==================== hazard_ctrl
==> hazard_ctrl/met1.png <==
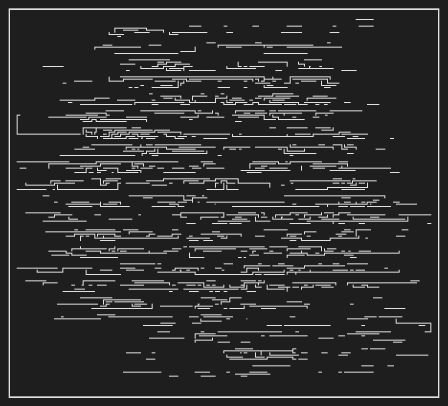

### config.mk
export PLATFORM = sky130hd
export DESIGN_NAME = hazard_ctrl
export DESIGN_NICKNAME = d
export VERILOG_FILES = /design/src/rtl/hazard_ctrl.sv
export SDC_FILE = /design/constraint.sdc
export NUM_CORES = 1
export LEC_CHECK = 0
export CAP_MARGIN = 20
export CORE_ASPECT_RATIO = 0.9
export CORE_UTILIZATION = 49
export CTS_CLUSTER_SIZE = 25
export DETAILED_ROUTE_END_ITERATION = 10
export PLACE_DENSITY = 0.93
export SYNTH_ARGS = -nofsm -noshare
export SYNTH_HDL_FRONTEND = slang
export SYNTH_SLANG_ARGS = --single-unit
### constraint.sdc
create_clock -name clk -period 3.6 [get_ports clk]
set_clock_uncertainty 0.2 [all_clocks]
set_input_delay 0.9 -clock clk [delete_from_list [all_inputs] [get_ports clk]]
set_output_delay 0.9 -clock clk [all_outputs]
set_load 0.01 [all_outputs]
### src/rtl/hazard_ctrl.sv
// Hazard/flush controller for the 5-stage pipeline: load-use/RAW stalls, multi-cycle
// branch flush, memory-wait freeze, halt drain sequencing and saturating perf counters.
module hazard_ctrl #(
  parameter int unsigned REG_AW       = 3,
  parameter int unsigned FWD_EN       = 1,
  parameter int unsigned FLUSH_DEPTH  = 1,
  parameter int unsigned DRAIN_CYCLES = 3,
  parameter int unsigned CNT_W        = 16
) (
  input  logic              clk,
  input  logic              rst,
  input  logic [1:0]        PCSrc,
  input  logic              stall,
  input  logic              mem_busy,
  input  logic [REG_AW-1:0] ID_rs,
  input  logic [REG_AW-1:0] ID_rt,
  input  logic              ID_rs_valid,
  input  logic              ID_rt_valid,
  input  logic [REG_AW-1:0] DE_rd,
  input  logic              DE_regwrite,
  input  logic              DE_memread,
  input  logic [REG_AW-1:0] EM_rd,
  input  logic              EM_regwrite,
  output logic              PC_en,
  output logic              FD_en,
  output logic              pipe_en,
  output logic              FD_NOP,
  output logic              DE_NOP,
  output logic              EM_NOP,
  output logic              MW_NOP,
  output logic              halted,
  output logic [1:0]        state,
  output logic [CNT_W-1:0]  stall_cnt,
  output logic [CNT_W-1:0]  flush_cnt
);

  localparam logic [1:0] ST_RUN   = 2'd0;
  localparam logic [1:0] ST_FLUSH = 2'd1;
  localparam logic [1:0] ST_HALT  = 2'd2;

  localparam logic [2:0] FLUSH_RELOAD = 3'(FLUSH_DEPTH - 1);
  localparam logic [2:0] DRAIN_LOAD   = 3'(DRAIN_CYCLES);

  logic [1:0]       r_state, w_state_d;
  logic [2:0]       r_fcnt, w_fcnt_d;
  logic [2:0]       r_dcnt, w_dcnt_d;
  logic [CNT_W-1:0] r_stall_cnt, r_flush_cnt;
  logic             w_stall_inc, w_flush_inc;

  logic w_br, w_ld_use, w_raw;
  logic w_rs_de, w_rt_de, w_rs_em, w_rt_em;
  logic w_unused_pcsrc;

  assign w_unused_pcsrc = PCSrc[0];
  assign w_br    = PCSrc[1];
  assign w_rs_de = ID_rs_valid & (ID_rs == DE_rd);
  assign w_rt_de = ID_rt_valid & (ID_rt == DE_rd);
  assign w_rs_em = ID_rs_valid & (ID_rs == EM_rd);
  assign w_rt_em = ID_rt_valid & (ID_rt == EM_rd);

  assign w_ld_use = DE_memread & DE_regwrite & (w_rs_de | w_rt_de);
  assign w_raw    = (FWD_EN != 0) ? w_ld_use
                  : (w_ld_use | (DE_regwrite & (w_rs_de | w_rt_de))
                              | (EM_regwrite & (w_rs_em | w_rt_em)));

  always_comb begin
    w_state_d   = r_state;
    w_fcnt_d    = r_fcnt;
    w_dcnt_d    = r_dcnt;
    w_stall_inc = 1'b0;
    w_flush_inc = 1'b0;
    PC_en       = 1'b1;
    FD_en       = 1'b1;
    pipe_en     = 1'b1;
    FD_NOP      = 1'b0;
    DE_NOP      = 1'b0;
    EM_NOP      = 1'b0;
    MW_NOP      = 1'b0;
    halted      = (r_state == ST_HALT) && (r_dcnt == 3'd0);

    if (!rst) begin
      PC_en  = 1'b0;
      FD_en  = 1'b0;
      FD_NOP = 1'b1;
      DE_NOP = 1'b1;
      EM_NOP = 1'b1;
      MW_NOP = 1'b1;
      halted = 1'b0;
    end else if (mem_busy) begin
      PC_en   = 1'b0;
      FD_en   = 1'b0;
      pipe_en = 1'b0;
    end else begin
      case (r_state)
        ST_FLUSH: begin
          FD_NOP      = 1'b1;
          w_flush_inc = 1'b1;
          if (w_br) begin
            DE_NOP   = 1'b1;
            w_fcnt_d = FLUSH_RELOAD;
          end else begin
            w_fcnt_d = r_fcnt - 3'd1;
          end
          if (w_fcnt_d == 3'd0) w_state_d = ST_RUN;
        end
        ST_HALT: begin
          PC_en  = 1'b0;
          FD_en  = 1'b0;
          FD_NOP = 1'b1;
          DE_NOP = 1'b1;
          if (r_dcnt != 3'd0) w_dcnt_d = r_dcnt - 3'd1;
          if (halted) begin
            EM_NOP = 1'b1;
            MW_NOP = 1'b1;
          end
        end
        default: begin
          // RUN; the illegal encoding decodes identically but always returns to RUN.
          w_state_d = ST_RUN;
          if (w_br) begin
            FD_NOP      = 1'b1;
            DE_NOP      = 1'b1;
            w_flush_inc = 1'b1;
            if (FLUSH_DEPTH > 1 && r_state == ST_RUN) begin
              w_state_d = ST_FLUSH;
              w_fcnt_d  = FLUSH_RELOAD;
            end
          end else if (stall) begin
            PC_en = 1'b0;
            FD_en = 1'b0;
            if (r_state == ST_RUN) begin
              w_state_d = ST_HALT;
              w_dcnt_d  = DRAIN_LOAD;
            end
          end else if (w_raw) begin
            PC_en       = 1'b0;
            FD_en       = 1'b0;
            DE_NOP      = 1'b1;
            w_stall_inc = 1'b1;
          end
        end
      endcase
    end
  end

  always_ff @(posedge clk) begin
    if (!rst) begin
      r_state     <= ST_RUN;
      r_fcnt      <= 3'd0;
      r_dcnt      <= 3'd0;
      r_stall_cnt <= '0;
      r_flush_cnt <= '0;
    end else begin
      r_state <= w_state_d;
      r_fcnt  <= w_fcnt_d;
      r_dcnt  <= w_dcnt_d;
      if (w_stall_inc && !(&r_stall_cnt)) r_stall_cnt <= r_stall_cnt + CNT_W'(1);
      if (w_flush_inc && !(&r_flush_cnt)) r_flush_cnt <= r_flush_cnt + CNT_W'(1);
    end
  end

  assign state     = r_state;
  assign stall_cnt = r_stall_cnt;
  assign flush_cnt = r_flush_cnt;

endmodule
==================== mem_wb_ctrl
$ cat src/rtl/mem_wb_ctrl.sv
// mem_wb_ctrl: memory / write-back stage controller.
// Retires one decoded operation per cycle into the register file or the PC.
// Loads and stores go through a req/ack memory port with byte strobes.
// The pipeline is stalled while a memory request is outstanding.
//
//   state  | meaning
//   S_IDLE | accepting ops; non-memory ops retire in the next cycle
//   S_REQ  | memory request outstanding; stall held until memAck or timeout
module mem_wb_ctrl #(
  parameter int DATA_WIDTH = 32,
  parameter int ADDR_WIDTH = 32,
  parameter int TIMEOUT    = 15
) (
  input  logic                     clk,
  input  logic                     reset,
  input  logic                     opValid,
  input  logic [3:0]               state,
  input  logic [2:0]               func3,
  input  logic [DATA_WIDTH-1:0]    aluO,
  input  logic [DATA_WIDTH-1:0]    imm,
  input  logic [DATA_WIDTH-1:0]    storeData,
  input  logic [ADDR_WIDTH-1:0]    opPc,
  output logic                     stall,
  output logic                     regWriteEnable,
  output logic [DATA_WIDTH-1:0]    regWriteData,
  output logic                     pcWriteEnable,
  output logic [ADDR_WIDTH-1:0]    pcWriteData,
  output logic                     memReq,
  output logic                     memWe,
  output logic [ADDR_WIDTH-1:0]    memAddr,
  output logic [DATA_WIDTH-1:0]    memWData,
  output logic [DATA_WIDTH/8-1:0]  memStrb,
  input  logic [DATA_WIDTH-1:0]    memRData,
  input  logic                     memAck,
  output logic                     excMisalign,
  output logic                     excTimeout
);

  localparam int STRB_W = DATA_WIDTH / 8;
  localparam int OFF_W  = $clog2(STRB_W);
  localparam int CNT_W  = $clog2(TIMEOUT + 1);

  // Op codes shared with the decode stage.
  localparam logic [3:0] OP_IDLE   = 4'd0;
  localparam logic [3:0] OP_REG    = 4'd1;
  localparam logic [3:0] OP_LOAD   = 4'd2;
  localparam logic [3:0] OP_STORE  = 4'd3;
  localparam logic [3:0] OP_PCSEL  = 4'd4;
  localparam logic [3:0] OP_PCW    = 4'd5;
  localparam logic [3:0] OP_LUI    = 4'd6;

  typedef enum logic {
    S_IDLE = 1'b0,
    S_REQ  = 1'b1
  } fsm_e;

  fsm_e                  fsm_q, fsm_d;
  logic [CNT_W-1:0]      cnt_q, cnt_d;
  logic                  is_load_q, is_load_d;
  logic [2:0]            func3_q, func3_d;
  logic [OFF_W-1:0]      off_q, off_d;

  logic                  rwe_q, rwe_d;
  logic [DATA_WIDTH-1:0] rwd_q, rwd_d;
  logic                  pwe_q, pwe_d;
  logic [ADDR_WIDTH-1:0] pwd_q, pwd_d;
  logic                  mreq_q, mreq_d;
  logic                  mwe_q, mwe_d;
  logic [ADDR_WIDTH-1:0] maddr_q, maddr_d;
  logic [DATA_WIDTH-1:0] mwdata_q, mwdata_d;
  logic [STRB_W-1:0]     mstrb_q, mstrb_d;
  logic                  mis_q, mis_d;
  logic                  to_q, to_d;

  logic                  accept;
  logic [OFF_W-1:0]      off_in;
  logic [OFF_W+2:0]      sh_in;
  logic [OFF_W+2:0]      sh_q;
  logic [STRB_W-1:0]     size_mask;
  logic [OFF_W-1:0]      align_mask;
  logic                  size_legal;
  logic                  aligned;
  logic [ADDR_WIDTH-1:0] alu_addr;
  logic [ADDR_WIDTH-1:0] pc_plus4;
  logic [DATA_WIDTH-1:0] rdata_sh;
  logic [DATA_WIDTH-1:0] load_data;
  logic [CNT_W-1:0]      cnt_inc;

  assign stall    = (fsm_q == S_REQ);
  assign accept   = opValid && !stall;
  assign off_in   = aluO[OFF_W-1:0];
  assign sh_in    = {off_in, 3'b000};
  assign sh_q     = {off_q, 3'b000};
  assign alu_addr = ADDR_WIDTH'(aluO);
  assign pc_plus4 = opPc + ADDR_WIDTH'(4);
  assign cnt_inc  = cnt_q + CNT_W'(1);

  // Access size decode: byte mask, alignment mask and width legality.
  always_comb begin
    size_mask  = '0;
    align_mask = '0;
    case (func3[1:0])
      2'b00: begin size_mask = STRB_W'(1);   align_mask = OFF_W'(0); end
      2'b01: begin size_mask = STRB_W'(3);   align_mask = OFF_W'(1); end
      2'b10: begin size_mask = STRB_W'(15);  align_mask = OFF_W'(3); end
      default: begin size_mask = STRB_W'(255); align_mask = OFF_W'(7); end
    endcase
    // 64-bit and unsigned-word accesses only exist on the 64-bit datapath;
    // func3 = 111 is never a valid access.
    size_legal = (func3 != 3'b111) &&
                 !(((func3 == 3'b011) || (func3 == 3'b110)) && (DATA_WIDTH != 64));
    aligned    = size_legal && ((off_in & align_mask) == '0);
  end

  // Load lane extraction and sign/zero extension.
  always_comb begin
    rdata_sh  = memRData >> sh_q;
    load_data = rdata_sh;
    case (func3_q)
      3'b000:  load_data = DATA_WIDTH'($signed(rdata_sh[7:0]));
      3'b001:  load_data = DATA_WIDTH'($signed(rdata_sh[15:0]));
      3'b010:  load_data = DATA_WIDTH'($signed(rdata_sh[31:0]));
      3'b100:  load_data = DATA_WIDTH'(rdata_sh[7:0]);
      3'b101:  load_data = DATA_WIDTH'(rdata_sh[15:0]);
      3'b110:  load_data = DATA_WIDTH'(rdata_sh[31:0]);
      default: load_data = rdata_sh;
    endcase
  end

  // Next-state and registered-output logic.
  always_comb begin
    fsm_d     = fsm_q;
    cnt_d     = cnt_q;
    is_load_d = is_load_q;
    func3_d   = func3_q;
    off_d     = off_q;
    rwe_d     = 1'b0;
    rwd_d     = rwd_q;
    pwe_d     = 1'b0;
    pwd_d     = pwd_q;
    mreq_d    = mreq_q;
    mwe_d     = mwe_q;
    maddr_d   = maddr_q;
    mwdata_d  = mwdata_q;
    mstrb_d   = mstrb_q;
    mis_d     = 1'b0;
    to_d      = 1'b0;

    case (fsm_q)
      S_IDLE: begin
        if (accept) begin
          case (state)
            OP_REG: begin
              rwe_d = 1'b1;
              rwd_d = aluO;
            end
            OP_LUI: begin
              rwe_d = 1'b1;
              rwd_d = imm;
            end
            OP_PCW: begin
              pwe_d = 1'b1;
              pwd_d = alu_addr & ~ADDR_WIDTH'(1);
              rwe_d = 1'b1;
              rwd_d = DATA_WIDTH'(pc_plus4);
            end
            OP_PCSEL: begin
              if (aluO[0]) begin
                pwe_d = 1'b1;
                pwd_d = opPc + ADDR_WIDTH'(imm);
              end
            end
            OP_LOAD, OP_STORE: begin
              if (!aligned) begin
                mis_d = 1'b1;
              end else begin
                fsm_d     = S_REQ;
                cnt_d     = '0;
                is_load_d = (state == OP_LOAD);
                func3_d   = func3;
                off_d     = off_in;
                mreq_d    = 1'b1;
                mwe_d     = (state == OP_STORE);
                maddr_d   = alu_addr & ~ADDR_WIDTH'(STRB_W - 1);
                mstrb_d   = size_mask << off_in;
                mwdata_d  = storeData << sh_in;
              end
            end
            default: ;
          endcase
        end
      end

      S_REQ: begin
        // memAck wins over a coincident timeout.
        if (memAck) begin
          fsm_d   = S_IDLE;
          mreq_d  = 1'b0;
          mwe_d   = 1'b0;
          mstrb_d = '0;
          cnt_d   = '0;
          if (is_load_q) begin
            rwe_d = 1'b1;
            rwd_d = load_data;
          end
        end else if (cnt_inc == CNT_W'(TIMEOUT)) begin
          fsm_d   = S_IDLE;
          mreq_d  = 1'b0;
          mwe_d   = 1'b0;
          mstrb_d = '0;
          cnt_d   = '0;
          to_d    = 1'b1;
        end else begin
          cnt_d = cnt_inc;
        end
      end

      default: fsm_d = S_IDLE;
    endcase
  end

  // State and output registers with synchronous reset.
  always_ff @(posedge clk) begin
    if (reset) begin
      fsm_q     <= S_IDLE;
      cnt_q     <= '0;
      is_load_q <= 1'b0;
      func3_q   <= '0;
      off_q     <= '0;
      rwe_q     <= 1'b0;
      rwd_q     <= '0;
      pwe_q     <= 1'b0;
      pwd_q     <= '0;
      mreq_q    <= 1'b0;
      mwe_q     <= 1'b0;
      maddr_q   <= '0;
      mwdata_q  <= '0;
      mstrb_q   <= '0;
      mis_q     <= 1'b0;
      to_q      <= 1'b0;
    end else begin
      fsm_q     <= fsm_d;
      cnt_q     <= cnt_d;
      is_load_q <= is_load_d;
      func3_q   <= func3_d;
      off_q     <= off_d;
      rwe_q     <= rwe_d;
      rwd_q     <= rwd_d;
      pwe_q     <= pwe_d;
      pwd_q     <= pwd_d;
      mreq_q    <= mreq_d;
      mwe_q     <= mwe_d;
      maddr_q   <= maddr_d;
      mwdata_q  <= mwdata_d;
      mstrb_q   <= mstrb_d;
      mis_q     <= mis_d;
      to_q      <= to_d;
    end
  end

  assign regWriteEnable = rwe_q;
  assign regWriteData   = rwd_q;
  assign pcWriteEnable  = pwe_q;
  assign pcWriteData    = pwd_q;
  assign memReq         = mreq_q;
  assign memWe          = mwe_q;
  assign memAddr        = maddr_q;
  assign memWData       = mwdata_q;
  assign memStrb        = mstrb_q;
  assign excMisalign    = mis_q;
  assign excTimeout     = to_q;

endmodule

$ cat config.mk
export PLATFORM = sky130hd
export DESIGN_NAME = mem_wb_ctrl
export DESIGN_NICKNAME = d
export VERILOG_FILES = /design/src/rtl/mem_wb_ctrl.sv
export SDC_FILE = /design/constraint.sdc
export NUM_CORES = 1
export LEC_CHECK = 0
export CAP_MARGIN = 20
export CORE_MARGIN = 3
export CORE_UTILIZATION = 40
export CTS_BUF_LIST = sky130_fd_sc_hd__clkbuf_8
export CTS_CLUSTER_SIZE = 30
export DETAILED_ROUTE_END_ITERATION = 6
export DONT_BUFFER_PORTS = 1
export SLEW_MARGIN = 20
export SYNTH_ARGS = -nofsm -noshare
export SYNTH_HDL_FRONTEND = slang
export SYNTH_SLANG_ARGS = --single-unit
$ cat constraint.sdc
create_clock -name clk -period 2.89 [get_ports clk]
set_input_delay 0.289 -clock clk [delete_from_list [all_inputs] [get_ports clk]]
set_output_delay 0.289 -clock clk [all_outputs]
set_load 0.005 [all_outputs]
==================== apb_cmd_master_flat
### config.mk
export PLATFORM = sky130hd
export DESIGN_NAME = apb_cmd_master_flat
export DESIGN_NICKNAME = d
export VERILOG_FILES = /design/src/rtl/apb_cmd_master_if.sv /design/src/rtl/apb_cmd_master.sv /design/src/flat_wrapper.sv
export SDC_FILE = /design/constraint.sdc
export NUM_CORES = 1
export LEC_CHECK = 0
export ABC_AREA = 1
export CORE_MARGIN = 8
export CORE_UTILIZATION = 40
export DETAILED_ROUTE_END_ITERATION = 10
export PLACE_DENSITY = 0.79
export SYNTH_ARGS = -nofsm -noshare
export SYNTH_HDL_FRONTEND = slang
export SYNTH_SLANG_ARGS = --single-unit
export TNS_END_PERCENT = 30
### constraint.sdc
create_clock -name pclk -period 1.6 [get_ports pclk]
set_input_delay 0.48 -clock pclk [delete_from_list [all_inputs] [get_ports pclk]]
set_output_delay 0.48 -clock pclk [all_outputs]
set_load 0.01 [all_outputs]
### src/rtl/apb_cmd_master_if.sv
// Command/response stream and APB3 bus bundle for apb_cmd_master.
// The master modport is the view of the command master itself; the slave
// modport is the view of whatever sits around it (sequencer plus APB target).
interface apb_cmd_master_if #(
    parameter int ADDR_W = 32,
    parameter int DATA_W = 32
);
    // command channel
    logic              cmd_valid;
    logic              cmd_ready;
    logic              cmd_write;
    logic [ADDR_W-1:0] cmd_addr;
    logic [DATA_W-1:0] cmd_wdata;

    // response channel
    logic              rsp_valid;
    logic              rsp_ready;
    logic [DATA_W-1:0] rsp_rdata;
    logic              rsp_slverr;
    logic              rsp_timeout;

    // APB3 bus
    logic [ADDR_W-1:0] paddr;
    logic [DATA_W-1:0] pwdata;
    logic              pwrite;
    logic              psel;
    logic              penable;
    logic [DATA_W-1:0] prdata;
    logic              pready;
    logic              pslverr;

    modport master (
        input  cmd_valid, cmd_write, cmd_addr, cmd_wdata,
        output cmd_ready,
        output rsp_valid, rsp_rdata, rsp_slverr, rsp_timeout,
        input  rsp_ready,
        output paddr, pwdata, pwrite, psel, penable,
        input  prdata, pready, pslverr
    );

    modport slave (
        output cmd_valid, cmd_write, cmd_addr, cmd_wdata,
        input  cmd_ready,
        input  rsp_valid, rsp_rdata, rsp_slverr, rsp_timeout,
        output rsp_ready,
        input  paddr, pwdata, pwrite, psel, penable,
        output prdata, pready, pslverr
    );
endinterface

### src/rtl/apb_cmd_master.sv
// APB3 master stage: turns one valid/ready command into a single APB transfer
// and hands the result back on a valid/ready response channel. One transfer
// in flight at a time; an optional pready wait limit aborts a stuck slave.
module apb_cmd_master #(
    parameter int ADDR_W         = 32,
    parameter int DATA_W         = 32,
    parameter int TIMEOUT_CYCLES = 16
) (
    input  logic             pclk,
    input  logic             preset,
    apb_cmd_master_if.master bus
);
    // counter must hold TIMEOUT_CYCLES itself without wrapping
    localparam int CNT_W = (TIMEOUT_CYCLES > 0) ? $clog2(TIMEOUT_CYCLES + 1) : 1;

    typedef enum logic [1:0] {
        ST_IDLE   = 2'd0,
        ST_SETUP  = 2'd1,
        ST_ACCESS = 2'd2,
        ST_RESP   = 2'd3
    } state_t;

    state_t            state;
    state_t            state_nxt;

    logic [ADDR_W-1:0] paddr_q;
    logic [DATA_W-1:0] pwdata_q;
    logic              pwrite_q;
    logic [DATA_W-1:0] rsp_rdata_q;
    logic              rsp_slverr_q;
    logic              rsp_timeout_q;
    logic [CNT_W-1:0]  wait_cnt;
    logic [CNT_W-1:0]  wait_cnt_inc;

    logic              cmd_fire;
    logic              timeout_hit;
    logic              cmd_ready_d;
    logic              psel_d;
    logic              penable_d;
    logic              rsp_valid_d;

    assign cmd_fire     = (state == ST_IDLE) && bus.cmd_valid;
    assign wait_cnt_inc = wait_cnt + CNT_W'(1);
    // this pready-low ACCESS cycle is the TIMEOUT_CYCLES-th in a row
    assign timeout_hit  = (TIMEOUT_CYCLES != 0) && (wait_cnt_inc == CNT_W'(TIMEOUT_CYCLES));

    // state register; reset abandons any transfer in flight
    always_ff @(posedge pclk) begin
        // NOTE: sequential state always uses non-blocking assignments so every
        // flop samples pre-edge values regardless of statement order.
        if (preset) state <= ST_IDLE;
        else        state <= state_nxt;
    end

    // next-state and state-decoded control outputs
    always_comb begin
        // NOTE: every output gets a default before the case so no latch is inferred.
        state_nxt   = state;
        cmd_ready_d = 1'b0;
        psel_d      = 1'b0;
        penable_d   = 1'b0;
        rsp_valid_d = 1'b0;
        case (state)
            ST_IDLE: begin
                cmd_ready_d = 1'b1;
                if (bus.cmd_valid) state_nxt = ST_SETUP;
            end
            ST_SETUP: begin
                psel_d    = 1'b1;
                state_nxt = ST_ACCESS;
            end
            ST_ACCESS: begin
                psel_d    = 1'b1;
                penable_d = 1'b1;
                if (bus.pready || timeout_hit) state_nxt = ST_RESP;
            end
            ST_RESP: begin
                rsp_valid_d = 1'b1;
                if (bus.rsp_ready) state_nxt = ST_IDLE;
            end
            default: state_nxt = ST_IDLE;
        endcase
    end

    // command latch, response capture and pready wait counter
    always_ff @(posedge pclk) begin
        if (preset) begin
            paddr_q       <= '0;
            pwdata_q      <= '0;
            pwrite_q      <= 1'b0;
            rsp_rdata_q   <= '0;
            rsp_slverr_q  <= 1'b0;
            rsp_timeout_q <= 1'b0;
            wait_cnt      <= '0;
        end else begin
            if (cmd_fire) begin
                paddr_q  <= bus.cmd_addr;
                pwdata_q <= bus.cmd_wdata;
                pwrite_q <= bus.cmd_write;
                wait_cnt <= '0;
            end
            if (state == ST_ACCESS) begin
                if (bus.pready) begin
                    rsp_rdata_q   <= pwrite_q ? '0 : bus.prdata;
                    rsp_slverr_q  <= bus.pslverr;
                    rsp_timeout_q <= 1'b0;
                end else begin
                    // with no limit configured the counter is left alone
                    if (TIMEOUT_CYCLES != 0) wait_cnt <= wait_cnt_inc;
                    if (timeout_hit) begin
                        rsp_rdata_q   <= '0;
                        rsp_slverr_q  <= 1'b1;
                        rsp_timeout_q <= 1'b1;
                    end
                end
            end
        end
    end

    assign bus.cmd_ready   = cmd_ready_d;
    assign bus.psel        = psel_d;
    assign bus.penable     = penable_d;
    assign bus.rsp_valid   = rsp_valid_d;
    assign bus.paddr       = paddr_q;
    assign bus.pwdata      = pwdata_q;
    assign bus.pwrite      = pwrite_q;
    assign bus.rsp_rdata   = rsp_rdata_q;
    assign bus.rsp_slverr  = rsp_slverr_q;
    assign bus.rsp_timeout = rsp_timeout_q;
endmodule

### src/flat_wrapper.sv
// flat-port wrapper written by rule: the top's interface ports become plain ports
module apb_cmd_master_flat 
#(
    parameter int ADDR_W         = 32,
    parameter int DATA_W         = 32,
    parameter int TIMEOUT_CYCLES = 16
)
  (pclk, preset, bus_cmd_valid, bus_cmd_write, bus_cmd_addr, bus_cmd_wdata, bus_cmd_ready, bus_rsp_valid, bus_rsp_rdata, bus_rsp_slverr, bus_rsp_timeout, bus_rsp_ready, bus_paddr, bus_pwdata, bus_pwrite, bus_psel, bus_penable, bus_prdata, bus_pready, bus_pslverr);
  apb_cmd_master_if #(.ADDR_W(ADDR_W), .DATA_W(DATA_W)) bus_i ();
  input  logic pclk;
  input  logic preset;
  input wire logic [$bits(bus_i.cmd_valid)-1:0] bus_cmd_valid;
  input wire logic [$bits(bus_i.cmd_write)-1:0] bus_cmd_write;
  input wire logic [$bits(bus_i.cmd_addr)-1:0] bus_cmd_addr;
  input wire logic [$bits(bus_i.cmd_wdata)-1:0] bus_cmd_wdata;
  output wire logic [$bits(bus_i.cmd_ready)-1:0] bus_cmd_ready;
  output wire logic [$bits(bus_i.rsp_valid)-1:0] bus_rsp_valid;
  output wire logic [$bits(bus_i.rsp_rdata)-1:0] bus_rsp_rdata;
  output wire logic [$bits(bus_i.rsp_slverr)-1:0] bus_rsp_slverr;
  output wire logic [$bits(bus_i.rsp_timeout)-1:0] bus_rsp_timeout;
  input wire logic [$bits(bus_i.rsp_ready)-1:0] bus_rsp_ready;
  output wire logic [$bits(bus_i.paddr)-1:0] bus_paddr;
  output wire logic [$bits(bus_i.pwdata)-1:0] bus_pwdata;
  output wire logic [$bits(bus_i.pwrite)-1:0] bus_pwrite;
  output wire logic [$bits(bus_i.psel)-1:0] bus_psel;
  output wire logic [$bits(bus_i.penable)-1:0] bus_penable;
  input wire logic [$bits(bus_i.prdata)-1:0] bus_prdata;
  input wire logic [$bits(bus_i.pready)-1:0] bus_pready;
  input wire logic [$bits(bus_i.pslverr)-1:0] bus_pslverr;
  assign bus_i.cmd_valid = bus_cmd_valid;
  assign bus_i.cmd_write = bus_cmd_write;
  assign bus_i.cmd_addr = bus_cmd_addr;
  assign bus_i.cmd_wdata = bus_cmd_wdata;
  assign bus_cmd_ready = bus_i.cmd_ready;
  assign bus_rsp_valid = bus_i.rsp_valid;
  assign bus_rsp_rdata = bus_i.rsp_rdata;
  assign bus_rsp_slverr = bus_i.rsp_slverr;
  assign bus_rsp_timeout = bus_i.rsp_timeout;
  assign bus_i.rsp_ready = bus_rsp_ready;
  assign bus_paddr = bus_i.paddr;
  assign bus_pwdata = bus_i.pwdata;
  assign bus_pwrite = bus_i.pwrite;
  assign bus_psel = bus_i.psel;
  assign bus_penable = bus_i.penable;
  assign bus_i.prdata = bus_prdata;
  assign bus_i.pready = bus_pready;
  assign bus_i.pslverr = bus_pslverr;
  apb_cmd_master #(.ADDR_W(ADDR_W), .DATA_W(DATA_W), .TIMEOUT_CYCLES(TIMEOUT_CYCLES)) u_core (.pclk(pclk), .preset(preset), .bus(bus_i));
endmodule
==================== rot_reservation_station
===== src/rtl/rot_reservation_station.sv =====
// Reservation station for the pipelined rotate/shift unit. Holds dispatched
// rotate instructions until op1, op2 and target are all present, snoops the
// result bus for missing operands, and issues ready entries to the unit. An
// entry keeps its tag reserved until its own result is broadcast.

package rot_pkg;

    // Decoded rotate control carried alongside the operands.
    typedef struct packed {
        logic [1:0] kind;  // rotate / shift-left / shift-right / arith-shift
        logic       dir;
        logic       word;
    } rotate_decode_t;

endpackage

module rot_reservation_station
    import rot_pkg::*;
#(
    parameter int unsigned RS_ID_WIDTH = 5,
    parameter int unsigned RS_OFFSET   = 0,
    parameter int unsigned DEPTH       = 2
) (
    input  logic                   clk,
    input  logic                   rst,

    input  logic                   dispatch_valid,
    output logic                   dispatch_ready,
    input  logic                   op1_valid,
    input  logic                   op2_valid,
    input  logic                   target_valid,
    input  logic [31:0]            op1_value,
    input  logic [31:0]            op2_value,
    input  logic [31:0]            target_value,
    input  logic [RS_ID_WIDTH-1:0] op1_rs_id,
    input  logic [RS_ID_WIDTH-1:0] op2_rs_id,
    input  logic [RS_ID_WIDTH-1:0] target_rs_id,
    input  logic [4:0]             result_reg_addr_in,
    input  rotate_decode_t         control_in,

    input  logic                   cdb_valid,
    input  logic [RS_ID_WIDTH-1:0] cdb_rs_id,
    input  logic [31:0]            cdb_result,

    output logic                   issue_valid,
    input  logic                   issue_ready,
    output logic [RS_ID_WIDTH-1:0] rs_id_out,
    output logic [4:0]             result_reg_addr_out,
    output logic [31:0]            op1,
    output logic [31:0]            op2,
    output logic [31:0]            target,
    output rotate_decode_t         control
);

    localparam int unsigned IdxW = (DEPTH > 1) ? $clog2(DEPTH) : 1;

    typedef enum logic [1:0] {StFree, StWaiting, StReady, StIssued} entry_state_e;

    // Operand slot 0 = op1, 1 = op2, 2 = target.
    entry_state_e                     state_q   [DEPTH];
    entry_state_e                     state_d   [DEPTH];
    logic [2:0]                       present_q [DEPTH];
    logic [2:0]                       present_d [DEPTH];
    logic [2:0][31:0]                 val_q     [DEPTH];
    logic [2:0][31:0]                 val_d     [DEPTH];
    logic [2:0][RS_ID_WIDTH-1:0]      tag_q     [DEPTH];
    logic [2:0][RS_ID_WIDTH-1:0]      tag_d     [DEPTH];
    logic [4:0]                       rd_q      [DEPTH];
    logic [4:0]                       rd_d      [DEPTH];
    rotate_decode_t                   ctrl_q    [DEPTH];
    rotate_decode_t                   ctrl_d    [DEPTH];

    logic                             free_any;
    logic                             ready_any;
    logic [IdxW-1:0]                  alloc_idx;
    logic [IdxW-1:0]                  sel_idx;
    logic                             dispatch_fire;
    logic                             issue_fire;

    logic [2:0]                       disp_valid;
    logic [2:0][31:0]                 disp_value;
    logic [2:0][RS_ID_WIDTH-1:0]      disp_tag;

    assign disp_valid = {target_valid, op2_valid, op1_valid};
    assign disp_value = {target_value, op2_value, op1_value};
    assign disp_tag   = {target_rs_id, op2_rs_id, op1_rs_id};

    // Lowest-index FREE entry for allocation, lowest-index READY entry for issue.
    always_comb begin
        free_any  = 1'b0;
        ready_any = 1'b0;
        alloc_idx = '0;
        sel_idx   = '0;
        for (int i = int'(DEPTH) - 1; i >= 0; i--) begin
            if (state_q[i] == StFree) begin
                free_any  = 1'b1;
                alloc_idx = IdxW'(i);
            end
            if (state_q[i] == StReady) begin
                ready_any = 1'b1;
                sel_idx   = IdxW'(i);
            end
        end
    end

    assign dispatch_ready = rst & free_any;
    assign dispatch_fire  = dispatch_valid & dispatch_ready;
    assign issue_valid    = ready_any;
    assign issue_fire     = issue_valid & issue_ready;

    // Issue payload from the selected entry; forced to zero when nothing is ready.
    always_comb begin
        rs_id_out           = '0;
        result_reg_addr_out = '0;
        op1                 = '0;
        op2                 = '0;
        target              = '0;
        control             = '0;
        if (ready_any) begin
            rs_id_out           = RS_ID_WIDTH'(RS_OFFSET) + RS_ID_WIDTH'(sel_idx);
            result_reg_addr_out = rd_q[sel_idx];
            op1                 = val_q[sel_idx][0];
            op2                 = val_q[sel_idx][1];
            target              = val_q[sel_idx][2];
            control             = ctrl_q[sel_idx];
        end
    end

    // Per-entry next state: dispatch, wakeup, issue and free are exclusive per
    // entry because each acts on a different current state.
    always_comb begin
        state_d   = state_q;
        present_d = present_q;
        val_d     = val_q;
        tag_d     = tag_q;
        rd_d      = rd_q;
        ctrl_d    = ctrl_q;
        for (int i = 0; i < int'(DEPTH); i++) begin
            case (state_q[i])
                StFree: begin
                    if (dispatch_fire && alloc_idx == IdxW'(i)) begin
                        for (int k = 0; k < 3; k++) begin
                            tag_d[i][k] = disp_tag[k];
                            if (disp_valid[k]) begin
                                present_d[i][k] = 1'b1;
                                val_d[i][k]     = disp_value[k];
                            end else if (cdb_valid && disp_tag[k] == cdb_rs_id) begin
                                // Producer broadcasting in the dispatch cycle.
                                present_d[i][k] = 1'b1;
                                val_d[i][k]     = cdb_result;
                            end else begin
                                present_d[i][k] = 1'b0;
                                val_d[i][k]     = '0;
                            end
                        end
                        rd_d[i]    = result_reg_addr_in;
                        ctrl_d[i]  = control_in;
                        state_d[i] = (&present_d[i]) ? StReady : StWaiting;
                    end
                end
                StWaiting: begin
                    if (cdb_valid) begin
                        for (int k = 0; k < 3; k++) begin
                            if (!present_q[i][k] && tag_q[i][k] == cdb_rs_id) begin
                                present_d[i][k] = 1'b1;
                                val_d[i][k]     = cdb_result;
                            end
                        end
                        if (&present_d[i]) state_d[i] = StReady;
                    end
                end
                StReady: begin
                    if (issue_fire && sel_idx == IdxW'(i)) state_d[i] = StIssued;
                end
                StIssued: begin
                    if (cdb_valid && cdb_rs_id == RS_ID_WIDTH'(RS_OFFSET + 32'(i))) begin
                        state_d[i] = StFree;
                    end
                end
                default: state_d[i] = StFree;
            endcase
        end
    end

    // Entry storage; synchronous active-low reset discards every entry.
    always_ff @(posedge clk) begin
        if (!rst) begin
            for (int i = 0; i < int'(DEPTH); i++) begin
                state_q[i]   <= StFree;
                present_q[i] <= '0;
                val_q[i]     <= '0;
                tag_q[i]     <= '0;
                rd_q[i]      <= '0;
                ctrl_q[i]    <= '0;
            end
        end else begin
            state_q   <= state_d;
            present_q <= present_d;
            val_q     <= val_d;
            tag_q     <= tag_d;
            rd_q      <= rd_d;
            ctrl_q    <= ctrl_d;
        end
    end

endmodule


===== config.mk =====
export PLATFORM = sky130hd
export DESIGN_NAME = rot_reservation_station
export DESIGN_NICKNAME = d
export VERILOG_FILES = /design/src/rtl/rot_reservation_station.sv
export SDC_FILE = /design/constraint.sdc
export NUM_CORES = 1
export LEC_CHECK = 0
export CAP_MARGIN = 20
export CORE_MARGIN = 4
export CORE_UTILIZATION = 48
export DETAILED_ROUTE_END_ITERATION = 8
export PLACE_DENSITY = 0.76
export SETUP_SLACK_MARGIN = 0.2
export SLEW_MARGIN = 10
export SYNTH_ARGS = -nofsm -noshare
export SYNTH_HDL_FRONTEND = slang
export SYNTH_SLANG_ARGS = --single-unit

===== constraint.sdc =====
create_clock -name clk -period 2.9 [get_ports clk]
set_input_delay 0.435 -clock clk [delete_from_list [all_inputs] [get_ports clk]]
set_output_delay 0.435 -clock clk [all_outputs]
set_load 0.01 [all_outputs]

==> rot_reservation_station/met4.png <==
Scale bar: 50 µm.
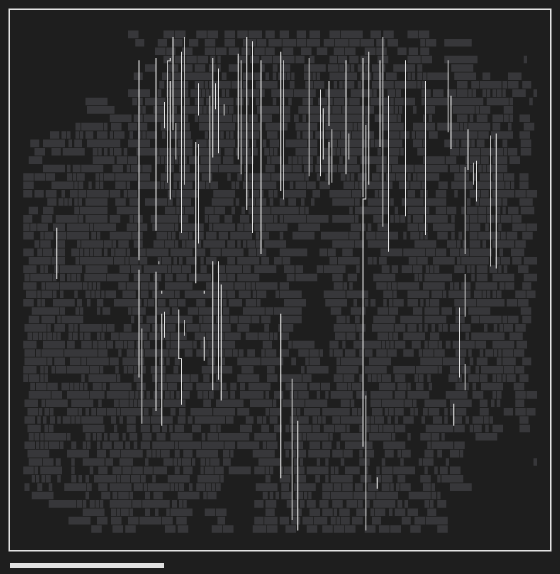
share of all routed wire = 4.4%
nets with wire on the layer = 58
longest straight run = 80.2 µm
main direction = vertical
wire length on this layer = 2240 µm
DR vias: 14636
WL final: 51500 µm

==> rot_reservation_station/drive_strength.png <==
Scale bar: 50 µm.
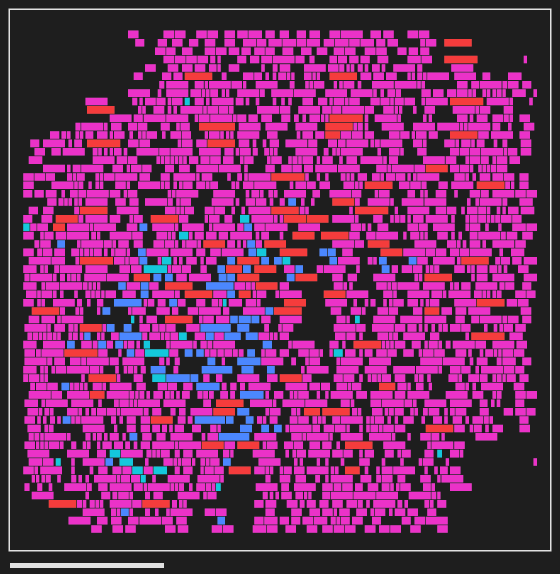
cyan -> drive 2  # cells 24, most used clkinv_2
blue -> drive 3 to 4  # cells 79, most used buf_4
magenta -> drive 1 or less  # cells 1739, most used nand2_1
red -> drive 6 and up  # cells 74, most used clkbuf_16

==> flow_summary_export.csv, rot_reservation_station <==
group,metric,value,unit
layout,design_area,18200,µm²
clock_tree,clock_latency,0.55,ns
synth,synthTopCellsByCount,"nand2_1 (444), dfxtp_1 (250), clkbuf_1 (128), o2111ai_1 (128), o211a_1 (128)",
floorplanning,core,27300,µm²
floorplanning,fp-utilization,49.2,%
critical_path,cp-startpoint,"state_q[0]$_SDFFE_PN0P_",
detailed_routing,wl_met1,19700,µm
pwr,clockPowerShare,28.8,%
global_route,grt.met3_usage,7.44,%
clock_tree,cts.sinks,250,
detailed_routing,drt_iter0_drc,2047,
sta,relSlewSlack,40.0,%
detailed_routing,vias_per_cell,6.40,
synth,yosys_cells,1688,
critical_path,path_cells,"inv_2, ha_4, buf_12, buf_12, nand2_1, o21ai_1, clkdlybuf4s50_1",
detailed_routing,remaining_drc_errors,15,
run_status,status,"complete, but fails checks",
pwr,leakagePower,8.57,nW
synth,ff_type,"dfxtp_1",
min_path,min_to,"ctrl_q[6]$_SDFFE_PN0P_",
synth,synth.ff_latch_count,250,
layout,drive_above_1_share,9.24,%
sta,finalSetupViolCount,0,
synth,top_cell,"nand2_1",
pwr,ir_drop,0.000502,V
global_route,grt_max_degree,119,
critical_path,rr_worst_depth,9,
global_route,grt_pass1_wl,79800,µm
global_route,grt_use_met2,51.3,%
synth,async_reset_ff_share,0,%
run_status,violations,"DRC",
clock_tree,cts_inserted_buffers,28,
global_route,busiest_layer,"met2",
layout,n_fill_cell,2224,
synth,synthAoiAreaFrac,34.9,%
pwr,power,14.8,mW
## rot_reservation_station: cell type report
cell class,instances,area share (%)
Multi-Input combinational cell,1147,41.0
Sequential cell,250,27.5
Timing Repair Buffer,360,20.6
Clock buffer,35,4.33
Tap cell,372,2.56
Inverter,107,2.22
Clock inverter,17,1.74
## rot_reservation_station: power by group through the flow
stage / Combinational (mW) / Clock [mW] / Sequential, mW
floorplan: 3.31 / 0 / 4.73
global placement: 5.28 / 0 / 4.82
detailed placement: 5.43 / 0 / 4.86
CTS: 5.52 / 4.27 / 4.80
global route: 6.08 / 4.42 / 4.90
finish: 5.68 / 4.25 / 4.83
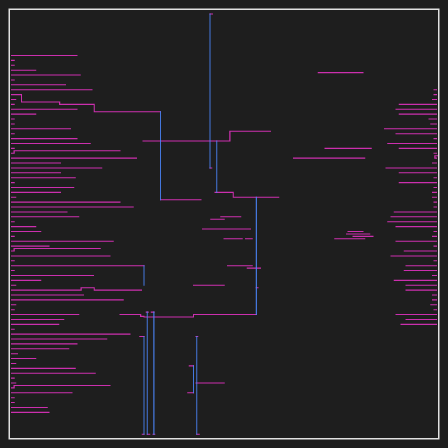
(apb_cmd_master_flat/metal_stack.png)
Only two layers are drawn.
blue -> met4  # wire length 250 µm
magenta -> met3  # wire length 1550 µm

==> flow_summary_export.csv, apb_cmd_master_flat <==
group,metric,value,unit
sta,setup_ws,-0.0365,ns
placed_design,io_buffers,205,
sta,whs,0.459,ns
critical_path,critPathMostFrequentCell,"buf_6",
clock_tree,postCtsResizedCells,125,
synth,ff_type,"dfxtp_1",
synth,top_area_share,49.9,%
layout,drive_above_1_share,11.7,%
clock_tree,hold_buffers,0,
flow_run,cap_violations,0,
run_status,status,"complete, but fails checks",
sta,finalSetupViolCount,2,
detailed_routing,top_layer,"met5",
run_status,violations,"setup timing",
clock_tree,clock_latency,0.36,ns
apb_cmd_master_flat: cells by family after synthesis:
logic type / Yosys count / synth area share (%)
buffers and inverters: 71 / 7.57
adders and majority gates: 4 / 1.18
DFF: 106 / 49.9
and+or+nand+nor: 275 / 27.3
AOI/OAI and AO/OA: 111 / 14.0
apb_cmd_master_flat: cell type report:
cell class,instances,area (µm²)
Tap cell,136,170
Clock inverter,6,65.1
Timing Repair Buffer,234,2290
Sequential cell,106,2130
Clock buffer,10,138
Fill cell,869,3510
Multi-Input combinational cell,391,1900
Inverter,32,120
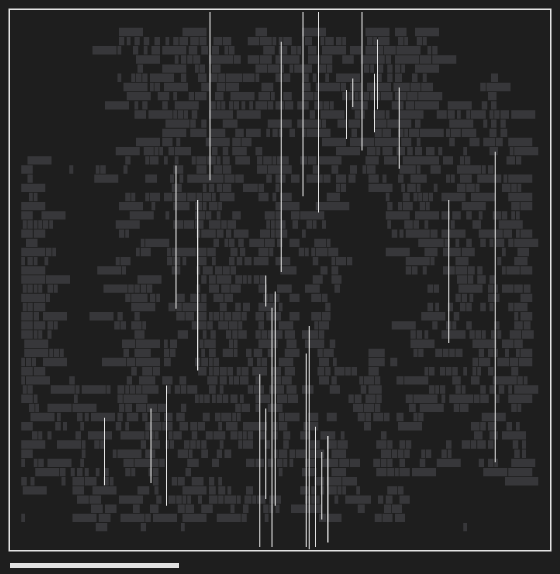
(mem_wb_ctrl/met4.png)
Scale bar: 50 µm.
nets with wire on the layer = 24
wire length on this layer = 1090 µm
main direction = vertical
WL final: 37700 µm
DR vias: 9704

==> mem_wb_ctrl/final_clocks.png <==
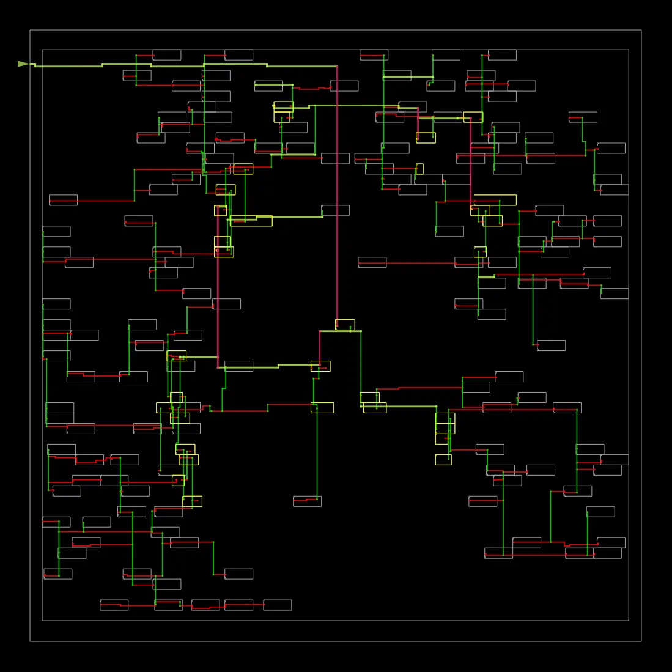
clk pwr: 1.85 mW
CTS Sinks: 147

==> flow_summary_export.csv, mem_wb_ctrl <==
group,metric,value,unit
critical_path,crit_end,"memStrb[2]$_SDFFE_PP0P_",
layout,sh_comb_area,58.1,%
global_route,grt_pass1_wl,56100,µm
floorplanning,n_tap_cell,313,
detailed_routing,top_layer,"met5",
layout,inverters,15,
synth,yosys.area.top_type,"dfxtp_1",
synth,synthAoiAreaFrac,28.1,%
pwr,clockPowerShare,38.6,%
min_path,min_from,"aluO[11]",
layout,seq_cells,147,
sta,final_hold_viol_count,0,
detailed_routing,wl_met3,4670,µm
synth,top_cells_by_area,"dfxtp_1 (31%), a21oi_1 (8.3%), nand2_1 (6.7%), nor2_1 (4.6%), ha_1 (4.5%)",
clock_tree,cts_inserted_buffers,17,
clock_tree,clockRootBuffer,"clkbuf_8",
synth,synthTopCellsByCount,"nand2_1 (171), a21oi_1 (157), dfxtp_1 (147)",
placed_design,dp_hpwl,28100,µm
floorplanning,row_count,55,
synth,ys_sh_adder,4.68,%
critical_path,arrival,2.90,ns
placed_design,io_buffers,0,
clock_tree,hold_buffers,45,
pwr,p_per_area,451,nW/µm²
sta,final_max_slew_viol_count,0,
layout,logic_area,6170,µm²
critical_path,startpoint_type,"flop",
layout,n_clock_buffer,18,
global_route,grt_use_met2,40.7,%
detailed_routing,remaining_drc_errors,0,
layout,area_growth,11.6,%
flow_run,tool_warnings,30,
run_status,status,"completed",
detailed_routing,wl_met1,16100,µm
synth,synth.distinct_cells,76,
clock_tree,clk_pin_slew,0.10,ns
==> mem_wb_ctrl: per-stage QoR <==
| step | instance area (µm²) | std cells | utilization [%] | setup slack (ns) |
|---|---|---|---|---|
| CTS | 10600 | 1587 | 46.2 | 0.379 |
| global route | 10600 | 1587 | 46.2 | 0.134 |
| floorplan | 9510 | 1264 | - | 0.620 |
| finish | 10600 | 1589 | 46.2 | 0.359 |
| detailed placement | 9710 | 1510 | 42.2 | 0.338 |
| global placement | 9710 | 1510 | 42.2 | 0.412 |
==> hazard_ctrl/met2.png <==
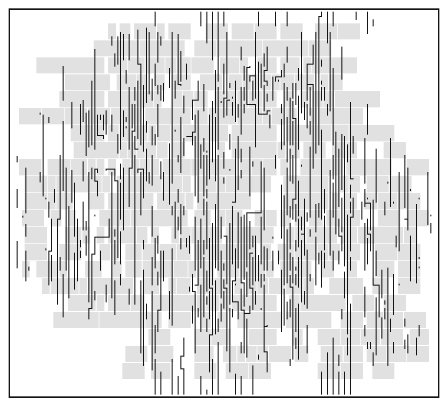
wire length on this layer = 2410 µm
nets with wire on the layer = 285
share of all routed wire = 49%
longest straight run = 24.1 µm
main direction = vertical

## Picture notes: hazard_ctrl/met1.png
nets with wire on the layer = 283
main direction = horizontal
wire length on this layer = 2030 µm
longest straight run = 23.0 µm
share of all routed wire = 42%
DR vias: 2020
WL final: 4870 µm
met1 Track Usage GR: 28.1%

==> flow_summary_export.csv, hazard_ctrl <==
group,metric,value,unit
sta,final_hold_viol_count,0,
pwr,ir_drop,0.000319,V
clock_tree,postCtsResizedCells,4,
synth,yosys.area.top_type,"dfxtp_1",
sta,tightest_slew,0.817,ns
clock_tree,clockRootBuffer,"clkbuf_8",
clock_tree,cts_setup_buffers,0,
run_status,status,"completed",
critical_path,end_kind,"primary output",
synth,edf_count,0,
detailed_routing,remaining_drc_errors,0,
clock_tree,hold_buffers,0,
synth,synthCells,241,
detailed_routing,top_layer,"met4",
global_route,grt_pass1_wl,7900,µm
global_route,grt_use_met2,45.2,%
pwr,pwr-share-seq,48.1,%
global_route,grt_overflow,0,
placed_design,dp_hpwl,3500,µm
==> hazard_ctrl: final timing paths <==
path / startpoint / end / slack [ns] / depth (start not counted)
min: r_dcnt[0]$_SDFFE_PN0P_ / r_dcnt[0]$_SDFFE_PN0P_ / 0.27 / 1
max reg2reg: state[1]$_SDFFE_PN0P_ / stall_cnt[4]$_SDFFE_PN0P_ / 1.17 / 6
min reg2reg: r_dcnt[0]$_SDFFE_PN0P_ / r_dcnt[0]$_SDFFE_PN0P_ / 0.27 / 1
max: DE_rd[1] / PC_en / 0.11 / 7


==> notes/layouts.md <==
Pictures saved along the way, in no particular order.

Metal 2.
(a)
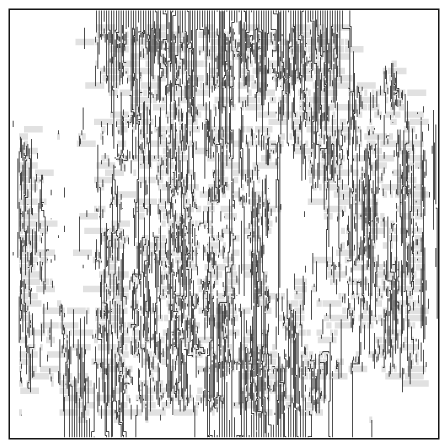
(b)
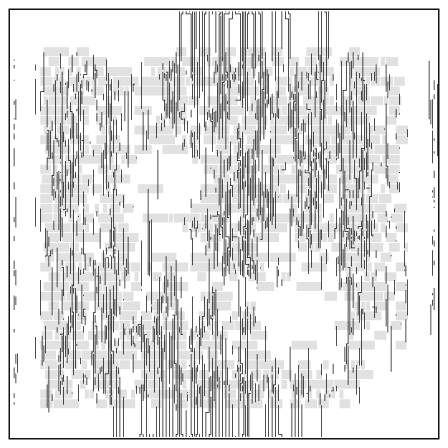
(c)
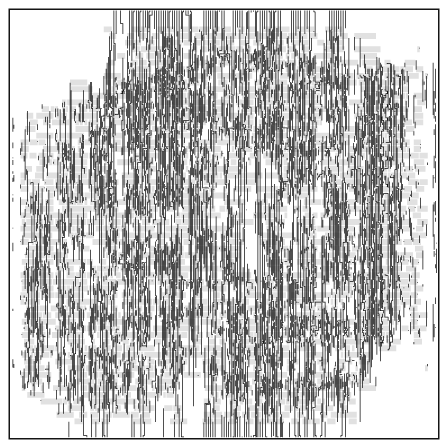
rot_reservation_station -> (c)
mem_wb_ctrl -> (a)
apb_cmd_master_flat -> (b)

Power is estimated from default activity; no workload was simulated.
